# design 1

**src/rtl/sram_fb_pkg.sv**
```systemverilog
`default_nettype none
// ============================================================================
// sram_fb_pkg : framebuffer constants, SRAM geometry and reader FSM states
// Rev 1.0
// ============================================================================
package sram_fb_pkg;

  localparam int FRAME_BYTES_DEF = 307200;
  localparam int FRAME_WORDS     = FRAME_BYTES_DEF / 2;
  localparam int SRAM_AW         = 18;

  typedef enum logic [1:0] {
    IDLE    = 2'd0,
    ADDR    = 2'd1,
    CAPTURE = 2'd2
  } rd_state_e;

  function automatic logic [SRAM_AW-1:0] next_word_addr(
    input logic [SRAM_AW-1:0] addr,
    input logic [SRAM_AW-1:0] last
  );
    return (addr == last) ? '0 : addr + SRAM_AW'(1);
  endfunction

endpackage
`default_nettype wire

```
**src/rtl/sram_frame_reader_if.sv**
```systemverilog
`default_nettype none
// ============================================================================
// sram_rd_if / pix_stream_if : SRAM word port and pixel byte stream bundles
// Rev 1.0
// ============================================================================
interface sram_rd_if;
  import sram_fb_pkg::*;

  logic [SRAM_AW-1:0] sram_addr;
  logic [15:0]        sram_rdata;
  logic               sram_oe;
  logic               sram_we;
  logic               sram_ce;
  logic               sram_ub;
  logic               sram_lb;

  modport master (
    output sram_addr, sram_oe, sram_we, sram_ce, sram_ub, sram_lb,
    input  sram_rdata
  );

  modport slave (
    input  sram_addr, sram_oe, sram_we, sram_ce, sram_ub, sram_lb,
    output sram_rdata
  );
endinterface

interface pix_stream_if;
  logic [7:0] pix_data;
  logic       pix_valid;
  logic       pix_ready;

  modport master (
    output pix_data, pix_valid,
    input  pix_ready
  );

  modport slave (
    input  pix_data, pix_valid,
    output pix_ready
  );
endinterface
`default_nettype wire

```
**src/rtl/sram_frame_reader_byte_fifo.sv**
```systemverilog
`default_nettype none
// ============================================================================
// byte_fifo : byte FIFO with 2-byte push, 1-byte pop and synchronous flush
// Rev 1.0
// ============================================================================
module byte_fifo #(
  parameter int DEPTH = 8,
  localparam int AW   = $clog2(DEPTH),
  localparam int CW   = AW + 1
) (
  input  wire logic          clk,
  input  wire logic          reset_n,
  input  wire logic          flush,
  input  wire logic          push2,
  input  wire logic [15:0]   wdata,
  input  wire logic          pop,
  output logic      [7:0]    rdata,
  output logic               valid,
  output logic      [CW-1:0] count
);

  logic [7:0]    mem_q [DEPTH];
  logic [7:0]    mem_d [DEPTH];
  logic [AW-1:0] wr_q, wr_d;
  logic [AW-1:0] rd_q, rd_d;
  logic [CW-1:0] cnt_q, cnt_d;
  logic          pop_ok;

  assign pop_ok = pop & (cnt_q != '0);

  always_comb begin
    mem_d = mem_q;
    wr_d  = wr_q;
    rd_d  = rd_q;
    cnt_d = cnt_q;
    if (flush) begin
      wr_d  = '0;
      rd_d  = '0;
      cnt_d = '0;
    end else begin
      // Low lane lands first so it is popped first.
      if (push2) begin
        mem_d[wr_q]          = wdata[7:0];
        mem_d[wr_q + AW'(1)] = wdata[15:8];
        wr_d                 = wr_q + AW'(2);
      end
      if (pop_ok) begin
        rd_d = rd_q + AW'(1);
      end
      cnt_d = cnt_q + (push2 ? CW'(2) : CW'(0)) - (pop_ok ? CW'(1) : CW'(0));
    end
  end

  always_ff @(posedge clk or negedge reset_n) begin
    if (!reset_n) begin
      for (int i = 0; i < DEPTH; i++) begin
        mem_q[i] <= '0;
      end
      wr_q  <= '0;
      rd_q  <= '0;
      cnt_q <= '0;
    end else begin
      mem_q <= mem_d;
      wr_q  <= wr_d;
      rd_q  <= rd_d;
      cnt_q <= cnt_d;
    end
  end

  assign valid = (cnt_q != '0);
  assign rdata = valid ? mem_q[rd_q] : 8'h00;
  assign count = cnt_q;

endmodule
`default_nettype wire

```
**src/rtl/sram_frame_reader.sv**
```systemverilog
`default_nettype none
// ============================================================================
// sram_frame_reader : streams the SRAM framebuffer out as one byte per pixel
// Rev 1.0
// ============================================================================
module sram_frame_reader
  import sram_fb_pkg::*;
#(
  parameter int FRAME_BYTES = FRAME_BYTES_DEF,
  parameter int FIFO_DEPTH  = 8
) (
  input  wire logic  clk,
  input  wire logic  reset_n,
  input  wire logic  enable,
  input  wire logic  frame_start,
  sram_rd_if.master  sram,
  pix_stream_if.master pix,
  output logic       underflow
);

  localparam int                 CW        = $clog2(FIFO_DEPTH) + 1;
  localparam logic [CW-1:0]      DEPTH_C   = CW'(FIFO_DEPTH);
  localparam logic [SRAM_AW-1:0] LAST_WORD = SRAM_AW'(FRAME_BYTES / 2 - 1);

  rd_state_e          state_q, state_d;
  logic [SRAM_AW-1:0] addr_q, addr_d;
  logic               oe_q, oe_d;
  logic               underflow_q, underflow_d;

  logic               push2;
  logic               pop;
  logic [CW-1:0]      fifo_count;
  logic [CW-1:0]      free;
  logic [7:0]         fifo_data;
  logic               fifo_valid;

  // Free space is taken before this cycle's pop, so a push can never overflow.
  assign free = DEPTH_C - fifo_count;
  assign pop  = fifo_valid & pix.pix_ready & ~frame_start;

  always_comb begin
    state_d     = state_q;
    addr_d      = addr_q;
    push2       = 1'b0;
    case (state_q)
      IDLE: begin
        if (enable && free >= CW'(2)) begin
          state_d = ADDR;
        end
      end
      ADDR: begin
        state_d = CAPTURE;
      end
      CAPTURE: begin
        push2   = 1'b1;
        addr_d  = next_word_addr(addr_q, LAST_WORD);
        state_d = (enable && free >= CW'(4)) ? ADDR : IDLE;
      end
      default: begin
        state_d = IDLE;
      end
    endcase
    if (frame_start) begin
      state_d = IDLE;
      addr_d  = '0;
      push2   = 1'b0;
    end
    oe_d        = (state_d == IDLE);
    underflow_d = frame_start ? 1'b0
                : (underflow_q | (enable & pix.pix_ready & ~fifo_valid));
  end

  always_ff @(posedge clk or negedge reset_n) begin
    if (!reset_n) begin
      state_q     <= IDLE;
      addr_q      <= '0;
      oe_q        <= 1'b1;
      underflow_q <= 1'b0;
    end else begin
      state_q     <= state_d;
      addr_q      <= addr_d;
      oe_q        <= oe_d;
      underflow_q <= underflow_d;
    end
  end

  byte_fifo #(
    .DEPTH (FIFO_DEPTH)
  ) u_fifo (
    .clk     (clk),
    .reset_n (reset_n),
    .flush   (frame_start),
    .push2   (push2),
    .wdata   (sram.sram_rdata),
    .pop     (pop),
    .rdata   (fifo_data),
    .valid   (fifo_valid),
    .count   (fifo_count)
  );

  assign sram.sram_addr = addr_q;
  assign sram.sram_oe   = oe_q;
  assign sram.sram_we   = 1'b1;
  assign sram.sram_ce   = 1'b0;
  assign sram.sram_ub   = 1'b0;
  assign sram.sram_lb   = 1'b0;

  assign pix.pix_data   = fifo_data;
  assign pix.pix_valid  = fifo_valid;
  assign underflow      = underflow_q;

endmodule
`default_nettype wire

```
**src/flat_wrapper.sv**
```systemverilog
// flat-port wrapper written by rule: the top's interface ports become plain ports
module sram_frame_reader_flat import sram_fb_pkg::*;
#(
  parameter int FRAME_BYTES = FRAME_BYTES_DEF,
  parameter int FIFO_DEPTH  = 8
)
  (clk, reset_n, enable, frame_start, underflow, sram_sram_addr, sram_sram_oe, sram_sram_we, sram_sram_ce, sram_sram_ub, sram_sram_lb, sram_sram_rdata, pix_pix_data, pix_pix_valid, pix_pix_ready);
  sram_rd_if sram_i ();
  pix_stream_if pix_i ();
  input  wire logic clk;
  input  wire logic reset_n;
  input  wire logic enable;
  input  wire logic frame_start;
  output logic underflow;
  output wire logic [$bits(sram_i.sram_addr)-1:0] sram_sram_addr;
  output wire logic [$bits(sram_i.sram_oe)-1:0] sram_sram_oe;
  output wire logic [$bits(sram_i.sram_we)-1:0] sram_sram_we;
  output wire logic [$bits(sram_i.sram_ce)-1:0] sram_sram_ce;
  output wire logic [$bits(sram_i.sram_ub)-1:0] sram_sram_ub;
  output wire logic [$bits(sram_i.sram_lb)-1:0] sram_sram_lb;
  input wire logic [$bits(sram_i.sram_rdata)-1:0] sram_sram_rdata;
  output wire logic [$bits(pix_i.pix_data)-1:0] pix_pix_data;
  output wire logic [$bits(pix_i.pix_valid)-1:0] pix_pix_valid;
  input wire logic [$bits(pix_i.pix_ready)-1:0] pix_pix_ready;
  assign sram_sram_addr = sram_i.sram_addr;
  assign sram_sram_oe = sram_i.sram_oe;
  assign sram_sram_we = sram_i.sram_we;
  assign sram_sram_ce = sram_i.sram_ce;
  assign sram_sram_ub = sram_i.sram_ub;
  assign sram_sram_lb = sram_i.sram_lb;
  assign sram_i.sram_rdata = sram_sram_rdata;
  assign pix_pix_data = pix_i.pix_data;
  assign pix_pix_valid = pix_i.pix_valid;
  assign pix_i.pix_ready = pix_pix_ready;
  sram_frame_reader #(.FRAME_BYTES(FRAME_BYTES), .FIFO_DEPTH(FIFO_DEPTH)) u_core (.clk(clk), .reset_n(reset_n), .enable(enable), .frame_start(frame_start), .sram(sram_i), .pix(pix_i), .underflow(underflow));
endmodule
```
**config.mk**
```make
export PLATFORM = sky130hd
export DESIGN_NAME = sram_frame_reader_flat
export DESIGN_NICKNAME = d
export VERILOG_FILES = /design/src/rtl/sram_fb_pkg.sv /design/src/rtl/sram_frame_reader_if.sv /design/src/rtl/sram_frame_reader_byte_fifo.sv /design/src/rtl/sram_frame_reader.sv /design/src/flat_wrapper.sv
export SDC_FILE = /design/constraint.sdc
export NUM_CORES = 1
export LEC_CHECK = 0
export ABC_CLOCK_PERIOD_IN_PS = 4200
export CORE_MARGIN = 2
export CORE_UTILIZATION = 30
export CTS_CLUSTER_SIZE = 16
export DETAILED_ROUTE_END_ITERATION = 8
export SLEW_MARGIN = 20
export SYNTH_ARGS = -nofsm -noshare
export SYNTH_HDL_FRONTEND = slang
export SYNTH_SLANG_ARGS = --single-unit
```
**constraint.sdc**
```tcl
create_clock -name clk -period 4.2 [get_ports clk]
set_clock_uncertainty 0.05 [all_clocks]
set_input_delay 0.63 -clock clk [delete_from_list [all_inputs] [get_ports clk]]
set_output_delay 0.63 -clock clk [all_outputs]
set_load 0.005 [all_outputs]
```
# design 2

### src/rtl/imem_fetch_ctrl_pkg.sv
// Shared definitions for the instruction-fetch sequencer: FSM encoding and
// fetch constants.
package fetch_pkg;

    typedef enum logic [1:0] {
        ST_LOAD = 2'd0,
        ST_RUN  = 2'd1,
        ST_HALT = 2'd2
    } state_e;

    localparam logic [31:0] NOP    = 32'h0000_0000;
    localparam logic [31:0] PC_INC = 32'd4;

endpackage

### src/rtl/imem_fetch_ctrl_if.sv
// Bus between the fetch sequencer (master) and the external instruction
// memory (slave). rdata is combinational from addr.
interface imem_fetch_ctrl_if;
    logic [31:0] addr;
    logic        we;
    logic [31:0] wdata;
    logic [31:0] rdata;

    modport master (output addr, output we, output wdata, input rdata);
    modport slave  (input addr, input we, input wdata, output rdata);
endinterface

### src/rtl/imem_fetch_ctrl_pc_reg.sv
// Program counter with load (highest priority), increment and hold.
module pc_reg
    import fetch_pkg::*;
#(
    parameter logic [31:0] RESET_PC = 32'h0
) (
    input  logic        clk,
    input  logic        rst,
    input  logic        load_i,
    input  logic [31:0] load_val_i,
    input  logic        inc_i,
    output logic [31:0] pc_o
);

    logic [31:0] pc_q;
    logic [31:0] pc_d;

    always_comb begin
        pc_d = pc_q;
        if (load_i) begin
            pc_d = load_val_i;
        end else if (inc_i) begin
            pc_d = pc_q + PC_INC;
        end
    end

    // NOTE: state registers use non-blocking assignments so every flop samples pre-edge values.
    always_ff @(posedge clk) begin
        if (rst) begin
            pc_q <= RESET_PC;
        end else begin
            pc_q <= pc_d;
        end
    end

    assign pc_o = pc_q;

endmodule

### src/rtl/imem_fetch_ctrl.sv
// Instruction-fetch sequencer: streams a program into instruction memory,
// then owns the PC and the IF/ID register (stall, redirect/flush, halt).
module imem_fetch_ctrl
    import fetch_pkg::*;
#(
    parameter int          DEPTH    = 128,
    parameter logic [31:0] RESET_PC = 32'h0
) (
    input  logic                      clk,
    input  logic                      rst,
    input  logic                      load_we,
    input  logic [31:0]               load_data,
    input  logic                      load_done,
    input  logic                      halt_req,
    input  logic                      stall,
    input  logic                      redirect,
    input  logic [31:0]               redirect_pc,
    imem_fetch_ctrl_if.master         imem,
    output logic [31:0]               if_pc,
    output logic [31:0]               if_ir,
    output logic                      if_valid,
    output logic                      running,
    output logic                      halted,
    output logic                      err
);

    localparam int PTR_W = $clog2(DEPTH) + 1;

    state_e             state_q, state_d;
    logic [PTR_W-1:0]   load_ptr_q, load_ptr_d;
    logic [31:0]        if_pc_q, if_pc_d;
    logic [31:0]        if_ir_q, if_ir_d;
    logic               if_valid_q, if_valid_d;
    logic               err_q, err_d;

    logic               pc_load;
    logic [31:0]        pc_load_val;
    logic               pc_inc;
    logic [31:0]        pc;

    pc_reg #(.RESET_PC(RESET_PC)) u_pc_reg (
        .clk        (clk),
        .rst        (rst),
        .load_i     (pc_load),
        .load_val_i (pc_load_val),
        .inc_i      (pc_inc),
        .pc_o       (pc)
    );

    // NOTE: every signal written here gets a default first, so no path can infer a latch.
    always_comb begin
        state_d     = state_q;
        load_ptr_d  = load_ptr_q;
        if_pc_d     = if_pc_q;
        if_ir_d     = if_ir_q;
        if_valid_d  = if_valid_q;
        err_d       = err_q;
        pc_load     = 1'b0;
        pc_load_val = RESET_PC;
        pc_inc      = 1'b0;
        imem.addr   = pc;
        imem.we     = 1'b0;
        imem.wdata  = load_data;

        unique case (state_q)
            ST_LOAD: begin
                imem.addr = 32'(load_ptr_q) << 2;
                if (load_we) begin
                    // A full memory drops the write and flags it; the pointer never wraps.
                    if (load_ptr_q == PTR_W'(DEPTH)) begin
                        err_d = 1'b1;
                    end else begin
                        imem.we    = 1'b1;
                        load_ptr_d = load_ptr_q + 1'b1;
                    end
                end
                if (load_done) begin
                    state_d = ST_RUN;
                    pc_load = 1'b1;
                end
            end
            ST_RUN: begin
                if (halt_req) begin
                    state_d    = ST_HALT;
                    if_valid_d = 1'b0;
                end else if (redirect && (redirect_pc[1:0] != 2'b00)) begin
                    err_d      = 1'b1;
                    state_d    = ST_HALT;
                    if_valid_d = 1'b0;
                end else if (redirect) begin
                    // Flush wins over stall: the wrong-path word must never reach ID.
                    pc_load     = 1'b1;
                    pc_load_val = redirect_pc;
                    if_valid_d  = 1'b0;
                    if_ir_d     = NOP;
                end else if (pc[31:2] >= 30'(DEPTH)) begin
                    state_d    = ST_HALT;
                    if_valid_d = 1'b0;
                end else if (!stall) begin
                    if_ir_d    = imem.rdata;
                    if_pc_d    = pc;
                    if_valid_d = 1'b1;
                    pc_inc     = 1'b1;
                end
            end
            default: begin
            end
        endcase
    end

    always_ff @(posedge clk) begin
        if (rst) begin
            state_q    <= ST_LOAD;
            load_ptr_q <= '0;
            if_pc_q    <= 32'h0;
            if_ir_q    <= NOP;
            if_valid_q <= 1'b0;
            err_q      <= 1'b0;
        end else begin
            state_q    <= state_d;
            load_ptr_q <= load_ptr_d;
            if_pc_q    <= if_pc_d;
            if_ir_q    <= if_ir_d;
            if_valid_q <= if_valid_d;
            err_q      <= err_d;
        end
    end

    assign if_pc    = if_pc_q;
    assign if_ir    = if_ir_q;
    assign if_valid = if_valid_q;
    assign err      = err_q;
    assign running  = (state_q == ST_RUN);
    assign halted   = (state_q == ST_HALT);

endmodule

### src/flat_wrapper.sv
// flat-port wrapper written by rule: the top's interface ports become plain ports
module imem_fetch_ctrl_flat import fetch_pkg::*;
#(
    parameter int          DEPTH    = 128,
    parameter logic [31:0] RESET_PC = 32'h0
)
  (clk, rst, load_we, load_data, load_done, halt_req, stall, redirect, redirect_pc, if_pc, if_ir, if_valid, running, halted, err, imem_addr, imem_we, imem_wdata, imem_rdata);
  imem_fetch_ctrl_if imem_i ();
  input  logic clk;
  input  logic rst;
  input  logic load_we;
  input  logic [31:0] load_data;
  input  logic load_done;
  input  logic halt_req;
  input  logic stall;
  input  logic redirect;
  input  logic [31:0] redirect_pc;
  output logic [31:0] if_pc;
  output logic [31:0] if_ir;
  output logic if_valid;
  output logic running;
  output logic halted;
  output logic err;
  output wire logic [$bits(imem_i.addr)-1:0] imem_addr;
  output wire logic [$bits(imem_i.we)-1:0] imem_we;
  output wire logic [$bits(imem_i.wdata)-1:0] imem_wdata;
  input wire logic [$bits(imem_i.rdata)-1:0] imem_rdata;
  assign imem_addr = imem_i.addr;
  assign imem_we = imem_i.we;
  assign imem_wdata = imem_i.wdata;
  assign imem_i.rdata = imem_rdata;
  imem_fetch_ctrl #(.DEPTH(DEPTH), .RESET_PC(RESET_PC)) u_core (.clk(clk), .rst(rst), .load_we(load_we), .load_data(load_data), .load_done(load_done), .halt_req(halt_req), .stall(stall), .redirect(redirect), .redirect_pc(redirect_pc), .imem(imem_i), .if_pc(if_pc), .if_ir(if_ir), .if_valid(if_valid), .running(running), .halted(halted), .err(err));
endmodule
### config.mk
export PLATFORM = sky130hd
export DESIGN_NAME = imem_fetch_ctrl_flat
export DESIGN_NICKNAME = d
export VERILOG_FILES = /design/src/rtl/imem_fetch_ctrl_pkg.sv /design/src/rtl/imem_fetch_ctrl_if.sv /design/src/rtl/imem_fetch_ctrl_pc_reg.sv /design/src/rtl/imem_fetch_ctrl.sv /design/src/flat_wrapper.sv
export SDC_FILE = /design/constraint.sdc
export NUM_CORES = 1
export LEC_CHECK = 0
export CAP_MARGIN = 20
export CORE_UTILIZATION = 39
export DETAILED_ROUTE_END_ITERATION = 12
export GPL_ROUTABILITY_DRIVEN = 0
export PLACE_DENSITY = 0.76
export SLEW_MARGIN = 10
export SYNTH_ARGS = -nofsm -noshare
export SYNTH_HDL_FRONTEND = slang
export SYNTH_HIERARCHICAL = 1
export SYNTH_SLANG_ARGS = --single-unit
export TNS_END_PERCENT = 10
### constraint.sdc
create_clock -name clk -period 2.7 [get_ports clk]
set_input_delay 0.54 -clock clk [delete_from_list [all_inputs] [get_ports clk]]
set_output_delay 0.54 -clock clk [all_outputs]
set_load 0.1 [all_outputs]
# design 3

### config.mk
export PLATFORM = sky130hd
export DESIGN_NAME = pred_mode_encoder_flat
export DESIGN_NICKNAME = d
export VERILOG_FILES = /design/src/rtl/pred_mode_encoder_if.sv /design/src/rtl/pred_mode_encoder.sv /design/src/flat_wrapper.sv
export SDC_FILE = /design/constraint.sdc
export NUM_CORES = 1
export LEC_CHECK = 0
export ABC_AREA = 1
export CAP_MARGIN = 40
export CORE_ASPECT_RATIO = 0.9
export CORE_MARGIN = 4
export CORE_UTILIZATION = 35
export CTS_BUF_LIST = sky130_fd_sc_hd__clkbuf_4 sky130_fd_sc_hd__clkbuf_8
export DETAILED_ROUTE_END_ITERATION = 8
export HOLD_SLACK_MARGIN = 0.03
export PLACE_DENSITY = 0.64
export SLEW_MARGIN = 25
export SYNTH_ARGS = -nofsm -noshare
export SYNTH_HDL_FRONTEND = slang
export SYNTH_SLANG_ARGS = --single-unit
### constraint.sdc
create_clock -name clk -period 1.3 [get_ports clk]
set_input_delay 0.13 -clock clk [delete_from_list [all_inputs] [get_ports clk]]
set_output_delay 0.13 -clock clk [all_outputs]
set_load 0.1 [all_outputs]
### src/rtl/pred_mode_encoder_if.sv
// Handshake and status bundle for pred_mode_encoder.
// slave is the encoder side; master is the producer/consumer side driving it.
interface pred_mode_encoder_if #(
  parameter int unsigned CNT_W = 16
);
  logic             in_valid;
  logic             in_ready;
  logic [1:0]       in_mode;
  logic             in_last;
  logic             out_valid;
  logic             out_ready;
  logic [7:0]       out_pred_mode;
  logic             out_last;
  logic             err_clr;
  logic             err_illegal;
  logic [CNT_W-1:0] block_count;
  logic [CNT_W-1:0] intra_count;
  logic [CNT_W-1:0] inter_count;

  modport slave (
    input  in_valid, in_mode, in_last, out_ready, err_clr,
    output in_ready, out_valid, out_pred_mode, out_last, err_illegal,
           block_count, intra_count, inter_count
  );

  modport master (
    output in_valid, in_mode, in_last, out_ready, err_clr,
    input  in_ready, out_valid, out_pred_mode, out_last, err_illegal,
           block_count, intra_count, inter_count
  );
endinterface

### src/rtl/pred_mode_encoder.sv
// pred_mode_encoder: maps prediction decisions to the 8-bit pred_mode syntax code,
// buffers them in a small FIFO and emits them with frame delimiting.
// Optional feature macro: PRED_MODE_STATS_EN builds the intra/inter statistics
// counters; when undefined both count ports are tied to 0.
module pred_mode_encoder #(
  parameter int unsigned FIFO_DEPTH = 4,
  parameter int unsigned CNT_W      = 16
) (
  input logic               clk,
  input logic               rst,
  pred_mode_encoder_if.slave bus
);

  localparam int unsigned AW = $clog2(FIFO_DEPTH);

  // Each entry is {code[7:0], last}.
  logic [8:0]       mem_q [FIFO_DEPTH];
  logic [AW:0]      wr_ptr_q, rd_ptr_q;
  logic             err_q;
  logic [CNT_W-1:0] block_cnt_q;

  logic       full, empty;
  logic       push, pop;
  logic [7:0] in_code;
  logic [8:0] head;

  assign full  = (wr_ptr_q[AW] != rd_ptr_q[AW]) && (wr_ptr_q[AW-1:0] == rd_ptr_q[AW-1:0]);
  assign empty = (wr_ptr_q == rd_ptr_q);

  // in_ready comes from registered pointers only, so a same-cycle pop never frees a slot.
  assign push = bus.in_valid && !full;
  assign pop  = !empty && bus.out_ready;

  // Illegal modes fall back to the Intra code.
  assign in_code = {7'b0, bus.in_mode == 2'd1};
  assign head    = mem_q[rd_ptr_q[AW-1:0]];

  assign bus.in_ready      = !full;
  assign bus.out_valid     = !empty;
  assign bus.out_pred_mode = empty ? 8'h00 : head[8:1];
  assign bus.out_last      = empty ? 1'b0 : head[0];
  assign bus.err_illegal   = err_q;
  assign bus.block_count   = block_cnt_q;

  // Entry storage; contents are don't-care while not between the pointers.
  always_ff @(posedge clk) begin
    if (push) begin
      mem_q[wr_ptr_q[AW-1:0]] <= {in_code, bus.in_last};
    end
  end

  // FIFO pointers.
  always_ff @(posedge clk) begin
    if (rst) begin
      wr_ptr_q <= '0;
      rd_ptr_q <= '0;
    end else begin
      if (push) wr_ptr_q <= wr_ptr_q + (AW+1)'(1);
      if (pop)  rd_ptr_q <= rd_ptr_q + (AW+1)'(1);
    end
  end

  // Sticky illegal-mode flag; a set in the same cycle as a clear wins.
  always_ff @(posedge clk) begin
    if (rst) begin
      err_q <= 1'b0;
    end else if (push && bus.in_mode[1]) begin
      err_q <= 1'b1;
    end else if (bus.err_clr) begin
      err_q <= 1'b0;
    end
  end

  // Per-frame emitted-element counter, restarted by the frame's last element.
  always_ff @(posedge clk) begin
    if (rst) begin
      block_cnt_q <= '0;
    end else if (pop) begin
      if (head[0]) block_cnt_q <= '0;
      else         block_cnt_q <= block_cnt_q + CNT_W'(1);
    end
  end

`ifdef PRED_MODE_STATS_EN
  logic [CNT_W-1:0] intra_cnt_q, inter_cnt_q;

  // Accepted-decision statistics; illegal modes are counted as Intra.
  always_ff @(posedge clk) begin
    if (rst) begin
      intra_cnt_q <= '0;
      inter_cnt_q <= '0;
    end else if (push) begin
      if (bus.in_mode == 2'd1) inter_cnt_q <= inter_cnt_q + CNT_W'(1);
      else                     intra_cnt_q <= intra_cnt_q + CNT_W'(1);
    end
  end

  assign bus.intra_count = intra_cnt_q;
  assign bus.inter_count = inter_cnt_q;
`else
  assign bus.intra_count = '0;
  assign bus.inter_count = '0;
`endif

endmodule

### src/flat_wrapper.sv
// flat-port wrapper written by rule: the top's interface ports become plain ports
module pred_mode_encoder_flat 
#(
  parameter int unsigned FIFO_DEPTH = 4,
  parameter int unsigned CNT_W      = 16
)
  (clk, rst, bus_in_valid, bus_in_mode, bus_in_last, bus_out_ready, bus_err_clr, bus_in_ready, bus_out_valid, bus_out_pred_mode, bus_out_last, bus_err_illegal, bus_block_count, bus_intra_count, bus_inter_count);
  pred_mode_encoder_if #(.CNT_W(CNT_W)) bus_i ();
  input logic clk;
  input logic rst;
  input wire logic [$bits(bus_i.in_valid)-1:0] bus_in_valid;
  input wire logic [$bits(bus_i.in_mode)-1:0] bus_in_mode;
  input wire logic [$bits(bus_i.in_last)-1:0] bus_in_last;
  input wire logic [$bits(bus_i.out_ready)-1:0] bus_out_ready;
  input wire logic [$bits(bus_i.err_clr)-1:0] bus_err_clr;
  output wire logic [$bits(bus_i.in_ready)-1:0] bus_in_ready;
  output wire logic [$bits(bus_i.out_valid)-1:0] bus_out_valid;
  output wire logic [$bits(bus_i.out_pred_mode)-1:0] bus_out_pred_mode;
  output wire logic [$bits(bus_i.out_last)-1:0] bus_out_last;
  output wire logic [$bits(bus_i.err_illegal)-1:0] bus_err_illegal;
  output wire logic [$bits(bus_i.block_count)-1:0] bus_block_count;
  output wire logic [$bits(bus_i.intra_count)-1:0] bus_intra_count;
  output wire logic [$bits(bus_i.inter_count)-1:0] bus_inter_count;
  assign bus_i.in_valid = bus_in_valid;
  assign bus_i.in_mode = bus_in_mode;
  assign bus_i.in_last = bus_in_last;
  assign bus_i.out_ready = bus_out_ready;
  assign bus_i.err_clr = bus_err_clr;
  assign bus_in_ready = bus_i.in_ready;
  assign bus_out_valid = bus_i.out_valid;
  assign bus_out_pred_mode = bus_i.out_pred_mode;
  assign bus_out_last = bus_i.out_last;
  assign bus_err_illegal = bus_i.err_illegal;
  assign bus_block_count = bus_i.block_count;
  assign bus_intra_count = bus_i.intra_count;
  assign bus_inter_count = bus_i.inter_count;
  pred_mode_encoder #(.FIFO_DEPTH(FIFO_DEPTH), .CNT_W(CNT_W)) u_core (.clk(clk), .rst(rst), .bus(bus_i));
endmodule
# design 4

`config.mk`:
```
export PLATFORM = sky130hd
export DESIGN_NAME = io_input_ctrl
export DESIGN_NICKNAME = d
export VERILOG_FILES = /design/src/rtl/io_input_ctrl.sv
export SDC_FILE = /design/constraint.sdc
export NUM_CORES = 1
export LEC_CHECK = 0
export CAP_MARGIN = 10
export CORE_ASPECT_RATIO = 0.6
export CORE_MARGIN = 3
export CORE_UTILIZATION = 47
export CTS_CLUSTER_SIZE = 24
export DETAILED_ROUTE_END_ITERATION = 10
export HOLD_SLACK_MARGIN = 0.03
export PLACE_DENSITY = 0.69
export SYNTH_ARGS = -nofsm -noshare
export SYNTH_HDL_FRONTEND = slang
export SYNTH_SLANG_ARGS = --single-unit
export TNS_END_PERCENT = 5
```
`constraint.sdc`:
```
create_clock -name clk -period 2.7 [get_ports clk]
set_clock_uncertainty 0.1 [all_clocks]
set_input_delay 0.54 -clock clk [delete_from_list [all_inputs] [get_ports clk]]
set_output_delay 0.54 -clock clk [all_outputs]
set_load 0.03 [all_outputs]
```
`src/rtl/io_input_ctrl.sv`:
```
// Sequencer between the SUBLEQ CPU input port and the io_input byte source: four-phase
// req/ack fetch FSM, small byte FIFO, EOF handling. Define IO_INPUT_PREFETCH_EN to fill ahead of demand.
module io_input_ctrl #(
  parameter int DEPTH     = 4,
  parameter int WORD_SIZE = 16
) (
  input  logic                     clk,
  input  logic                     rst_n,
  input  logic                     cpu_rd_req,
  output logic                     cpu_rd_done,
  output logic [WORD_SIZE-1:0]     cpu_rd_data,
  output logic                     io_req,
  input  logic                     io_ack,
  input  logic                     io_eof,
  input  logic [WORD_SIZE-1:0]     io_data,
  output logic                     eof_seen,
  output logic [$clog2(DEPTH):0]   level
);

  localparam int AW = $clog2(DEPTH);
  localparam logic [AW:0] PTR_ONE = (AW+1)'(1);

  typedef enum logic [1:0] {IDLE, REQ, REL, DONE} state_t;

  state_t      state;
  logic        ack_meta;
  logic        ack_s;
  logic [AW:0] wr_ptr;
  logic [AW:0] rd_ptr;
  logic [7:0]  mem [DEPTH];

  logic empty;
  logic full;
  logic fetch_want;
  logic push;
  logic serve;
  logic pop;
  logic unused_hi;

  assign unused_hi = ^io_data[WORD_SIZE-1:8];

  assign empty = (wr_ptr == rd_ptr);
  assign full  = (wr_ptr[AW-1:0] == rd_ptr[AW-1:0]) && (wr_ptr[AW] != rd_ptr[AW]);
  assign level = wr_ptr - rd_ptr;

`ifdef IO_INPUT_PREFETCH_EN
  assign fetch_want = !full && !eof_seen;
`else
  // Only fetch on demand; the done cycle is excluded so a finished read cannot retrigger.
  assign fetch_want = cpu_rd_req && !cpu_rd_done && empty && !eof_seen;
`endif

  assign push  = (state == REQ) && ack_s && !io_eof;
  assign serve = cpu_rd_req && !cpu_rd_done && (!empty || eof_seen);
  assign pop   = serve && !empty;

  // stage: ack synchronizer
  always_ff @(posedge clk or negedge rst_n) begin
    if (!rst_n) begin
      ack_meta <= 1'b0;
      ack_s    <= 1'b0;
    end else begin
      ack_meta <= io_ack;
      ack_s    <= ack_meta;
    end
  end

  // stage: fetch handshake; IDLE waits for ack_s low so a stale ack after reset is ignored
  always_ff @(posedge clk or negedge rst_n) begin
    if (!rst_n) begin
      state    <= IDLE;
      io_req   <= 1'b0;
      eof_seen <= 1'b0;
    end else begin
      case (state)
        IDLE: begin
          if (!ack_s && fetch_want && !full) begin
            state  <= REQ;
            io_req <= 1'b1;
          end
        end
        REQ: begin
          if (ack_s) begin
            state  <= REL;
            io_req <= 1'b0;
            if (io_eof) eof_seen <= 1'b1;
          end
        end
        REL: begin
          if (!ack_s) state <= eof_seen ? DONE : IDLE;
        end
        DONE: begin
          io_req <= 1'b0;
        end
        default: begin
          state  <= IDLE;
          io_req <= 1'b0;
        end
      endcase
    end
  end

  // stage: FIFO pointers and storage
  always_ff @(posedge clk or negedge rst_n) begin
    if (!rst_n) begin
      wr_ptr <= '0;
      rd_ptr <= '0;
    end else begin
      if (push) wr_ptr <= wr_ptr + PTR_ONE;
      if (pop)  rd_ptr <= rd_ptr + PTR_ONE;
    end
  end

  always_ff @(posedge clk) begin
    if (push) mem[wr_ptr[AW-1:0]] <= io_data[7:0];
  end

  // stage: CPU read port; an empty FIFO past EOF answers -1 without popping
  always_ff @(posedge clk or negedge rst_n) begin
    if (!rst_n) begin
      cpu_rd_done <= 1'b0;
      cpu_rd_data <= '0;
    end else begin
      cpu_rd_done <= serve;
      if (serve) cpu_rd_data <= empty ? '1 : {{(WORD_SIZE-8){1'b0}}, mem[rd_ptr[AW-1:0]]};
    end
  end

endmodule

```
**Design 1: cell sizes after repair**

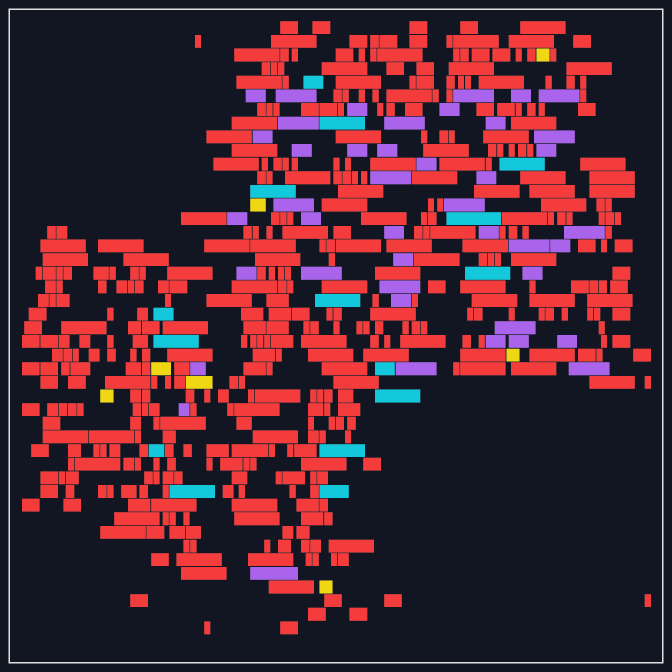
Yellow shows x3 and x4, cells 7, most used buf_4. Red shows x1 and smaller, cells 441, most used nand2_1. Cyan shows x6 and larger, cells 15, most used clkbuf_16. Purple shows x2, cells 43, most used mux2_2.
post-route setup slack: 0.8989 ns
Area Overhead vs Synth: 20.57%
Final Cell Area: 5743 um2
number of buffers outside the clock class in the layout: 52

==> out/results.ini, design 1 <==
[sta]
worst_slew_pin_slew_ns = 1.001
tns_ns = 0

[floorplanning]
die-area_um2 = 16900

[synthesis]
synthArstFlopShare_pct = 100.0
largest_area_cell = dfrtp_1
ys_top_logic_family = simple AND/OR/NAND/NOR gates
ys_sh_mux_pct = 14.92
fa_ha_area_share_pct = 4.623

[job]
warnings = 34

[drt]
routed_wl_mm = 11.29
dr.pass1.iters = 4

[global_route]
gr-total-overflow = 0

[outcome]
status = completed

[power]
clkPwrFrac_pct = 32.9
leakage_nw = 2.429
combPwrFrac_pct = 25.3

[worst_setup_path]
cp_num_cells = 5
rr_worst_depth = 10
worst_ep_required_time_ns = 3.52

[clock_network]
cts_tree = yes

[finish]
buf_share_pct = 8.889
largest_reg_flops = 64
flops = 95
final-clk-cell-share_pct = 5.621

[placed_design]
dp_hpwl_mm = 7.473

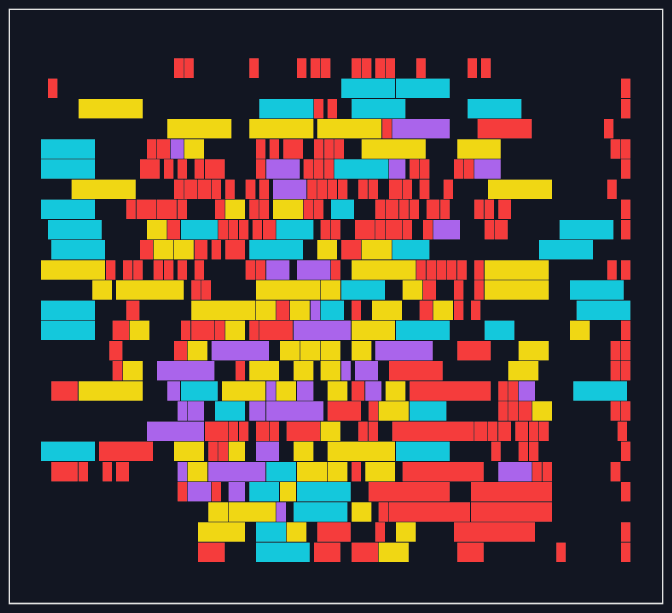
**Above:** design 3 (cell sizes after repair).
Cyan shows x6 and larger, cells 38, most used buf_12. Red shows x1 and smaller, cells 211, most used nand2_1. Yellow shows x3 and x4, cells 69, most used buf_4. Purple shows x2, cells 33, most used dfxtp_2.
post-route setup slack: -0.2218 ns
Area Overhead vs Synth: 57.52%
number of buffers outside the clock class in the layout: 66

**Design 3: selected gate families**

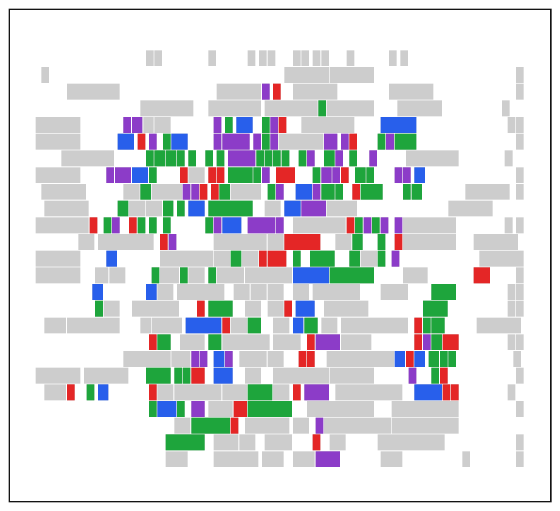
Green shows nand cells, cells 82. Red shows inv cells, cells 42. Purple shows nor cells, cells 48. Blue shows aoi and oai cells, cells 24.
most numerous logic cell after layout: nand2_1
Comb area share: 37.66%
Layout Cells excl Fill: 418

==> out/results.ini, design 3 <==
[sta]
timing.final.crit_share_pct = 117.1
setup_ws_ns = -0.2218
finalSetupViolCount = 34

[synthesis]
largest_area_cell = dfxtp_1
avgSynthCellArea_um2 = 7.237
yosys.area_share.simple_pct = 27.80
ys_sh_mux_pct = 0
xor_share_pct = 0.8706
most_common_cell = nand2_1

[global_route]
grt.busiest_layer = met2
grt_pass1_vias = 1753

[worst_setup_path]
worst_ep_required_time_ns = 1.17
worst-setup-path-type = reg2out
cpMostUsedCell = nand2_4

[clock_network]
cts_buffers = 5
cts_tree = yes

[finish]
largest_cell_class = logic gates
logic_gates = 202

[outcome]
status = finished with violations
violations = negative setup slack

[floorplanning]
die-area_um2 = 7027
die-width_um = 87.92

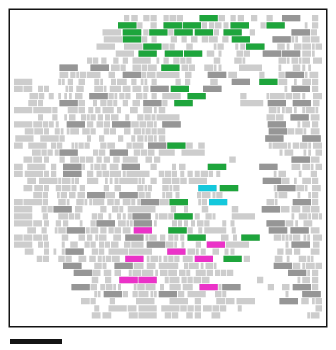
**Above:** design 2 (where the registers sit).
The bar under the picture is 20 um long.
Cyan shows `u_core/state_q`, sequential cells 2. Green shows `u_core/if_pc`, sequential cells 32. Magenta shows `u_core/load_ptr_q`, sequential cells 8, where bottom middle.
Another 66 sequential cells are not colored.
final core utilization: 57.27%
Seq group: 1.70 mW
Seq/total area: 27.20%
Reg area: 2162 um2

==> out/results.ini, design 2 <==
[outcome]
status = completed

[finish]
flops = 108
buf_share_pct = 28.23
final_cell_mix = buf_4 (121), dfxtp_1 (108), clkdlybuf4s50_1 (69)
drive_gt1_share_pct = 24.57

[synthesis]
ys.warnings.count = 6
common_cells = dfxtp_1 (108), nand2_1 (58), and2_1 (57)
synth-main-ff-cell = dfxtp_1
synth.distinct_cells = 61
ys_cells = 652

[hold_path]
min_to = u_core/if_pc[30]
min_from = u_core/if_pc[30]

[drt]
post-route-drc-count = 0

[floorplanning]
taps = 180
core_util_floorplan_pct = 40.11

[clock_network]
clock_sinks = 108
cts.repair.resized = 0
cts_hold_buf = 0

[worst_setup_path]
worst_ep_required_time_ns = 2.95
endpoint_kind = flop

[power]
pwr-share-seq_pct = 43.1
switchingPower_mw = 1.201

[global_route]
grt.busiest_layer = met2

[placed_design]
dp_slack_ns = -0.3068

**Design 4: cell sizes after repair**

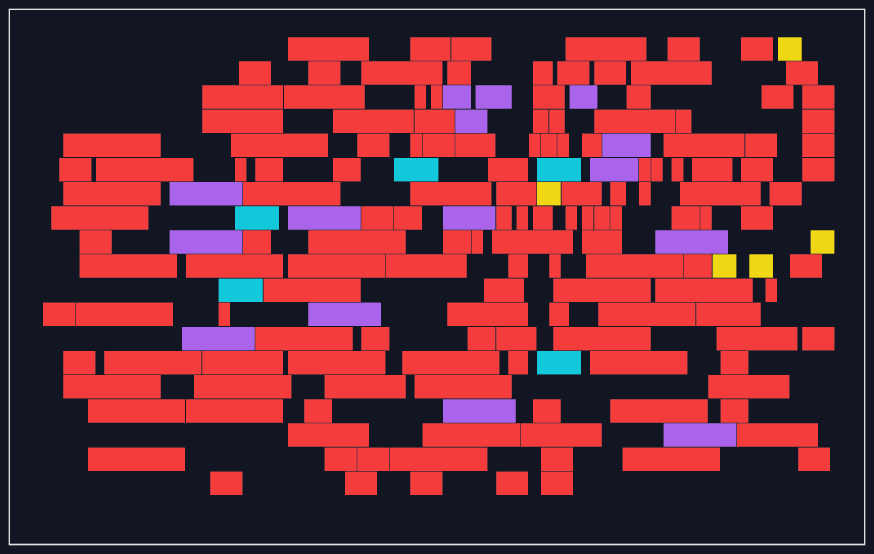
Cyan shows x6 and larger, cells 5, most used clkbuf_8. Yellow shows x3 and x4, cells 5, most used buf_4. Red shows x1 and smaller, cells 148. Purple shows x2, cells 15, most used mux4_2.
number of buffers outside the clock class in the layout: 36
post-route setup slack: 0.1225 ns

**Design 4: track usage over the die**

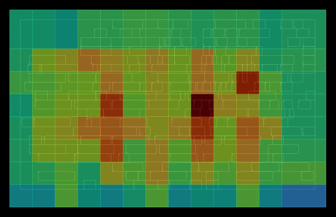
gr usage total: 15.56%
Top Usage Layer GRT: met2
met1 Use GR: 20.10%
met3 usage: 4.277%

==> out/results.ini, design 4 <==
[outcome]
status = completed

[power]
maxPowerGroup = registers
p_int_mw = 1.557
combPwrFrac_pct = 36.6
clkPwrFrac_pct = 18.3

[worst_setup_path]
worstReg2RegEnd = mem[3][7]
worst-setup-path-type = reg2out
cp_slowest_stage_delay_ns = 0.66
worst_path_max_delay_cell = clkdlybuf4s50_1
worstReg2RegStart = state[1]
r2r_slack_ns = 0.53

[placed_design]
port_buffers = 34

[synthesis]
synth.distinct_cells = 32
ys_sh_mux_pct = 9.210

[drt]
wl_per_cell_um = 17.36
routed_wl_mm = 4.098
ant_nets = 0

[sta]
rsz0062_at_grt = false
tns_ns = 0
worst_slew_pin_slew_ns = 0.5524
min_period_ns = 2.577

[global_route]
gr-total-overflow = 0
grt_pass1_vias = 1318

[hold_path]
hold_depth = 0

[finish]
diodes = 0



==> notes/layouts.md <==
Pictures saved along the way, in no particular order.

Selected gate families.
Plate I
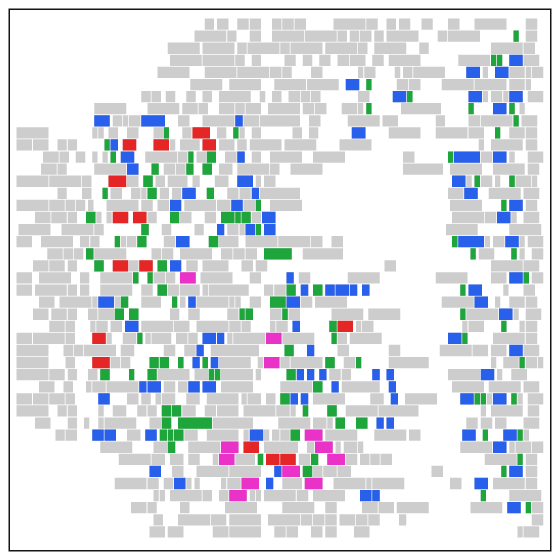
Plate II
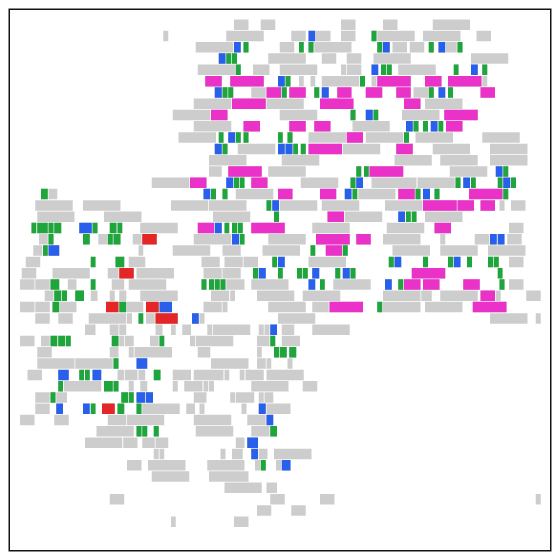
Plate III
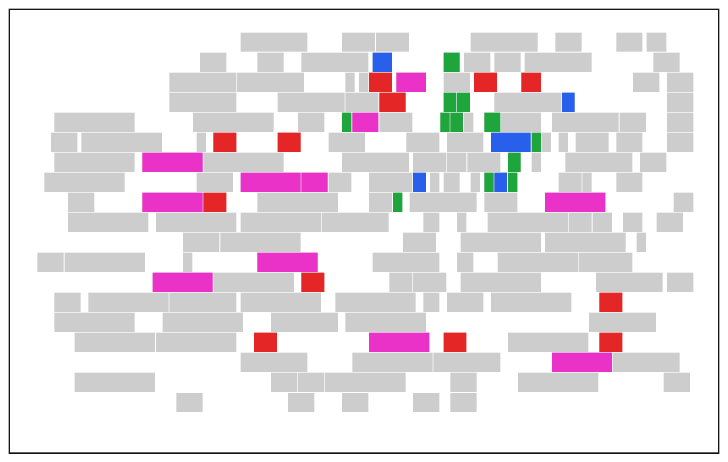
The one with the most cells is Plate I.
The one with the fewest cells is Plate III.
Plate I -> design 2
Plate II -> design 1
Plate III -> design 4


## Gallery

Where the registers sit.
picture 1
The bar under the picture is 20 um long.
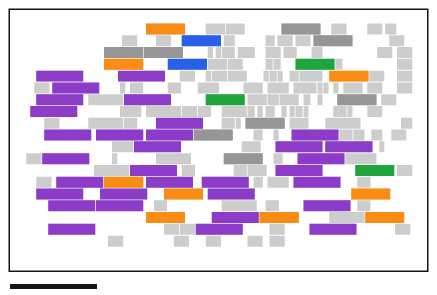
picture 2
The bar under the picture is 20 um long.
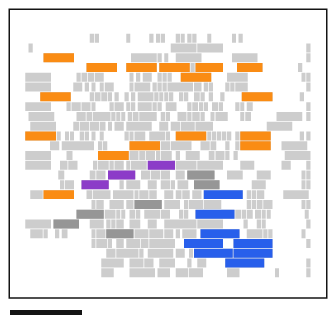
picture 3
The bar under the picture is 50 um long.
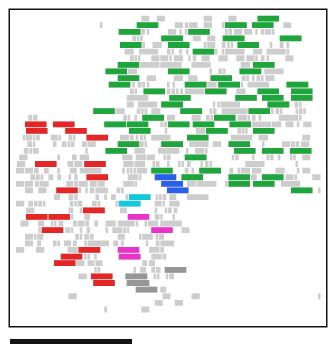
design 4 -> picture 1
design 3 -> picture 2
design 1 -> picture 3
Of these, most sequential cells: picture 3
Of these, largest die: picture 3

Power figures rest on the tool's default switching activity, not on a simulated workload.
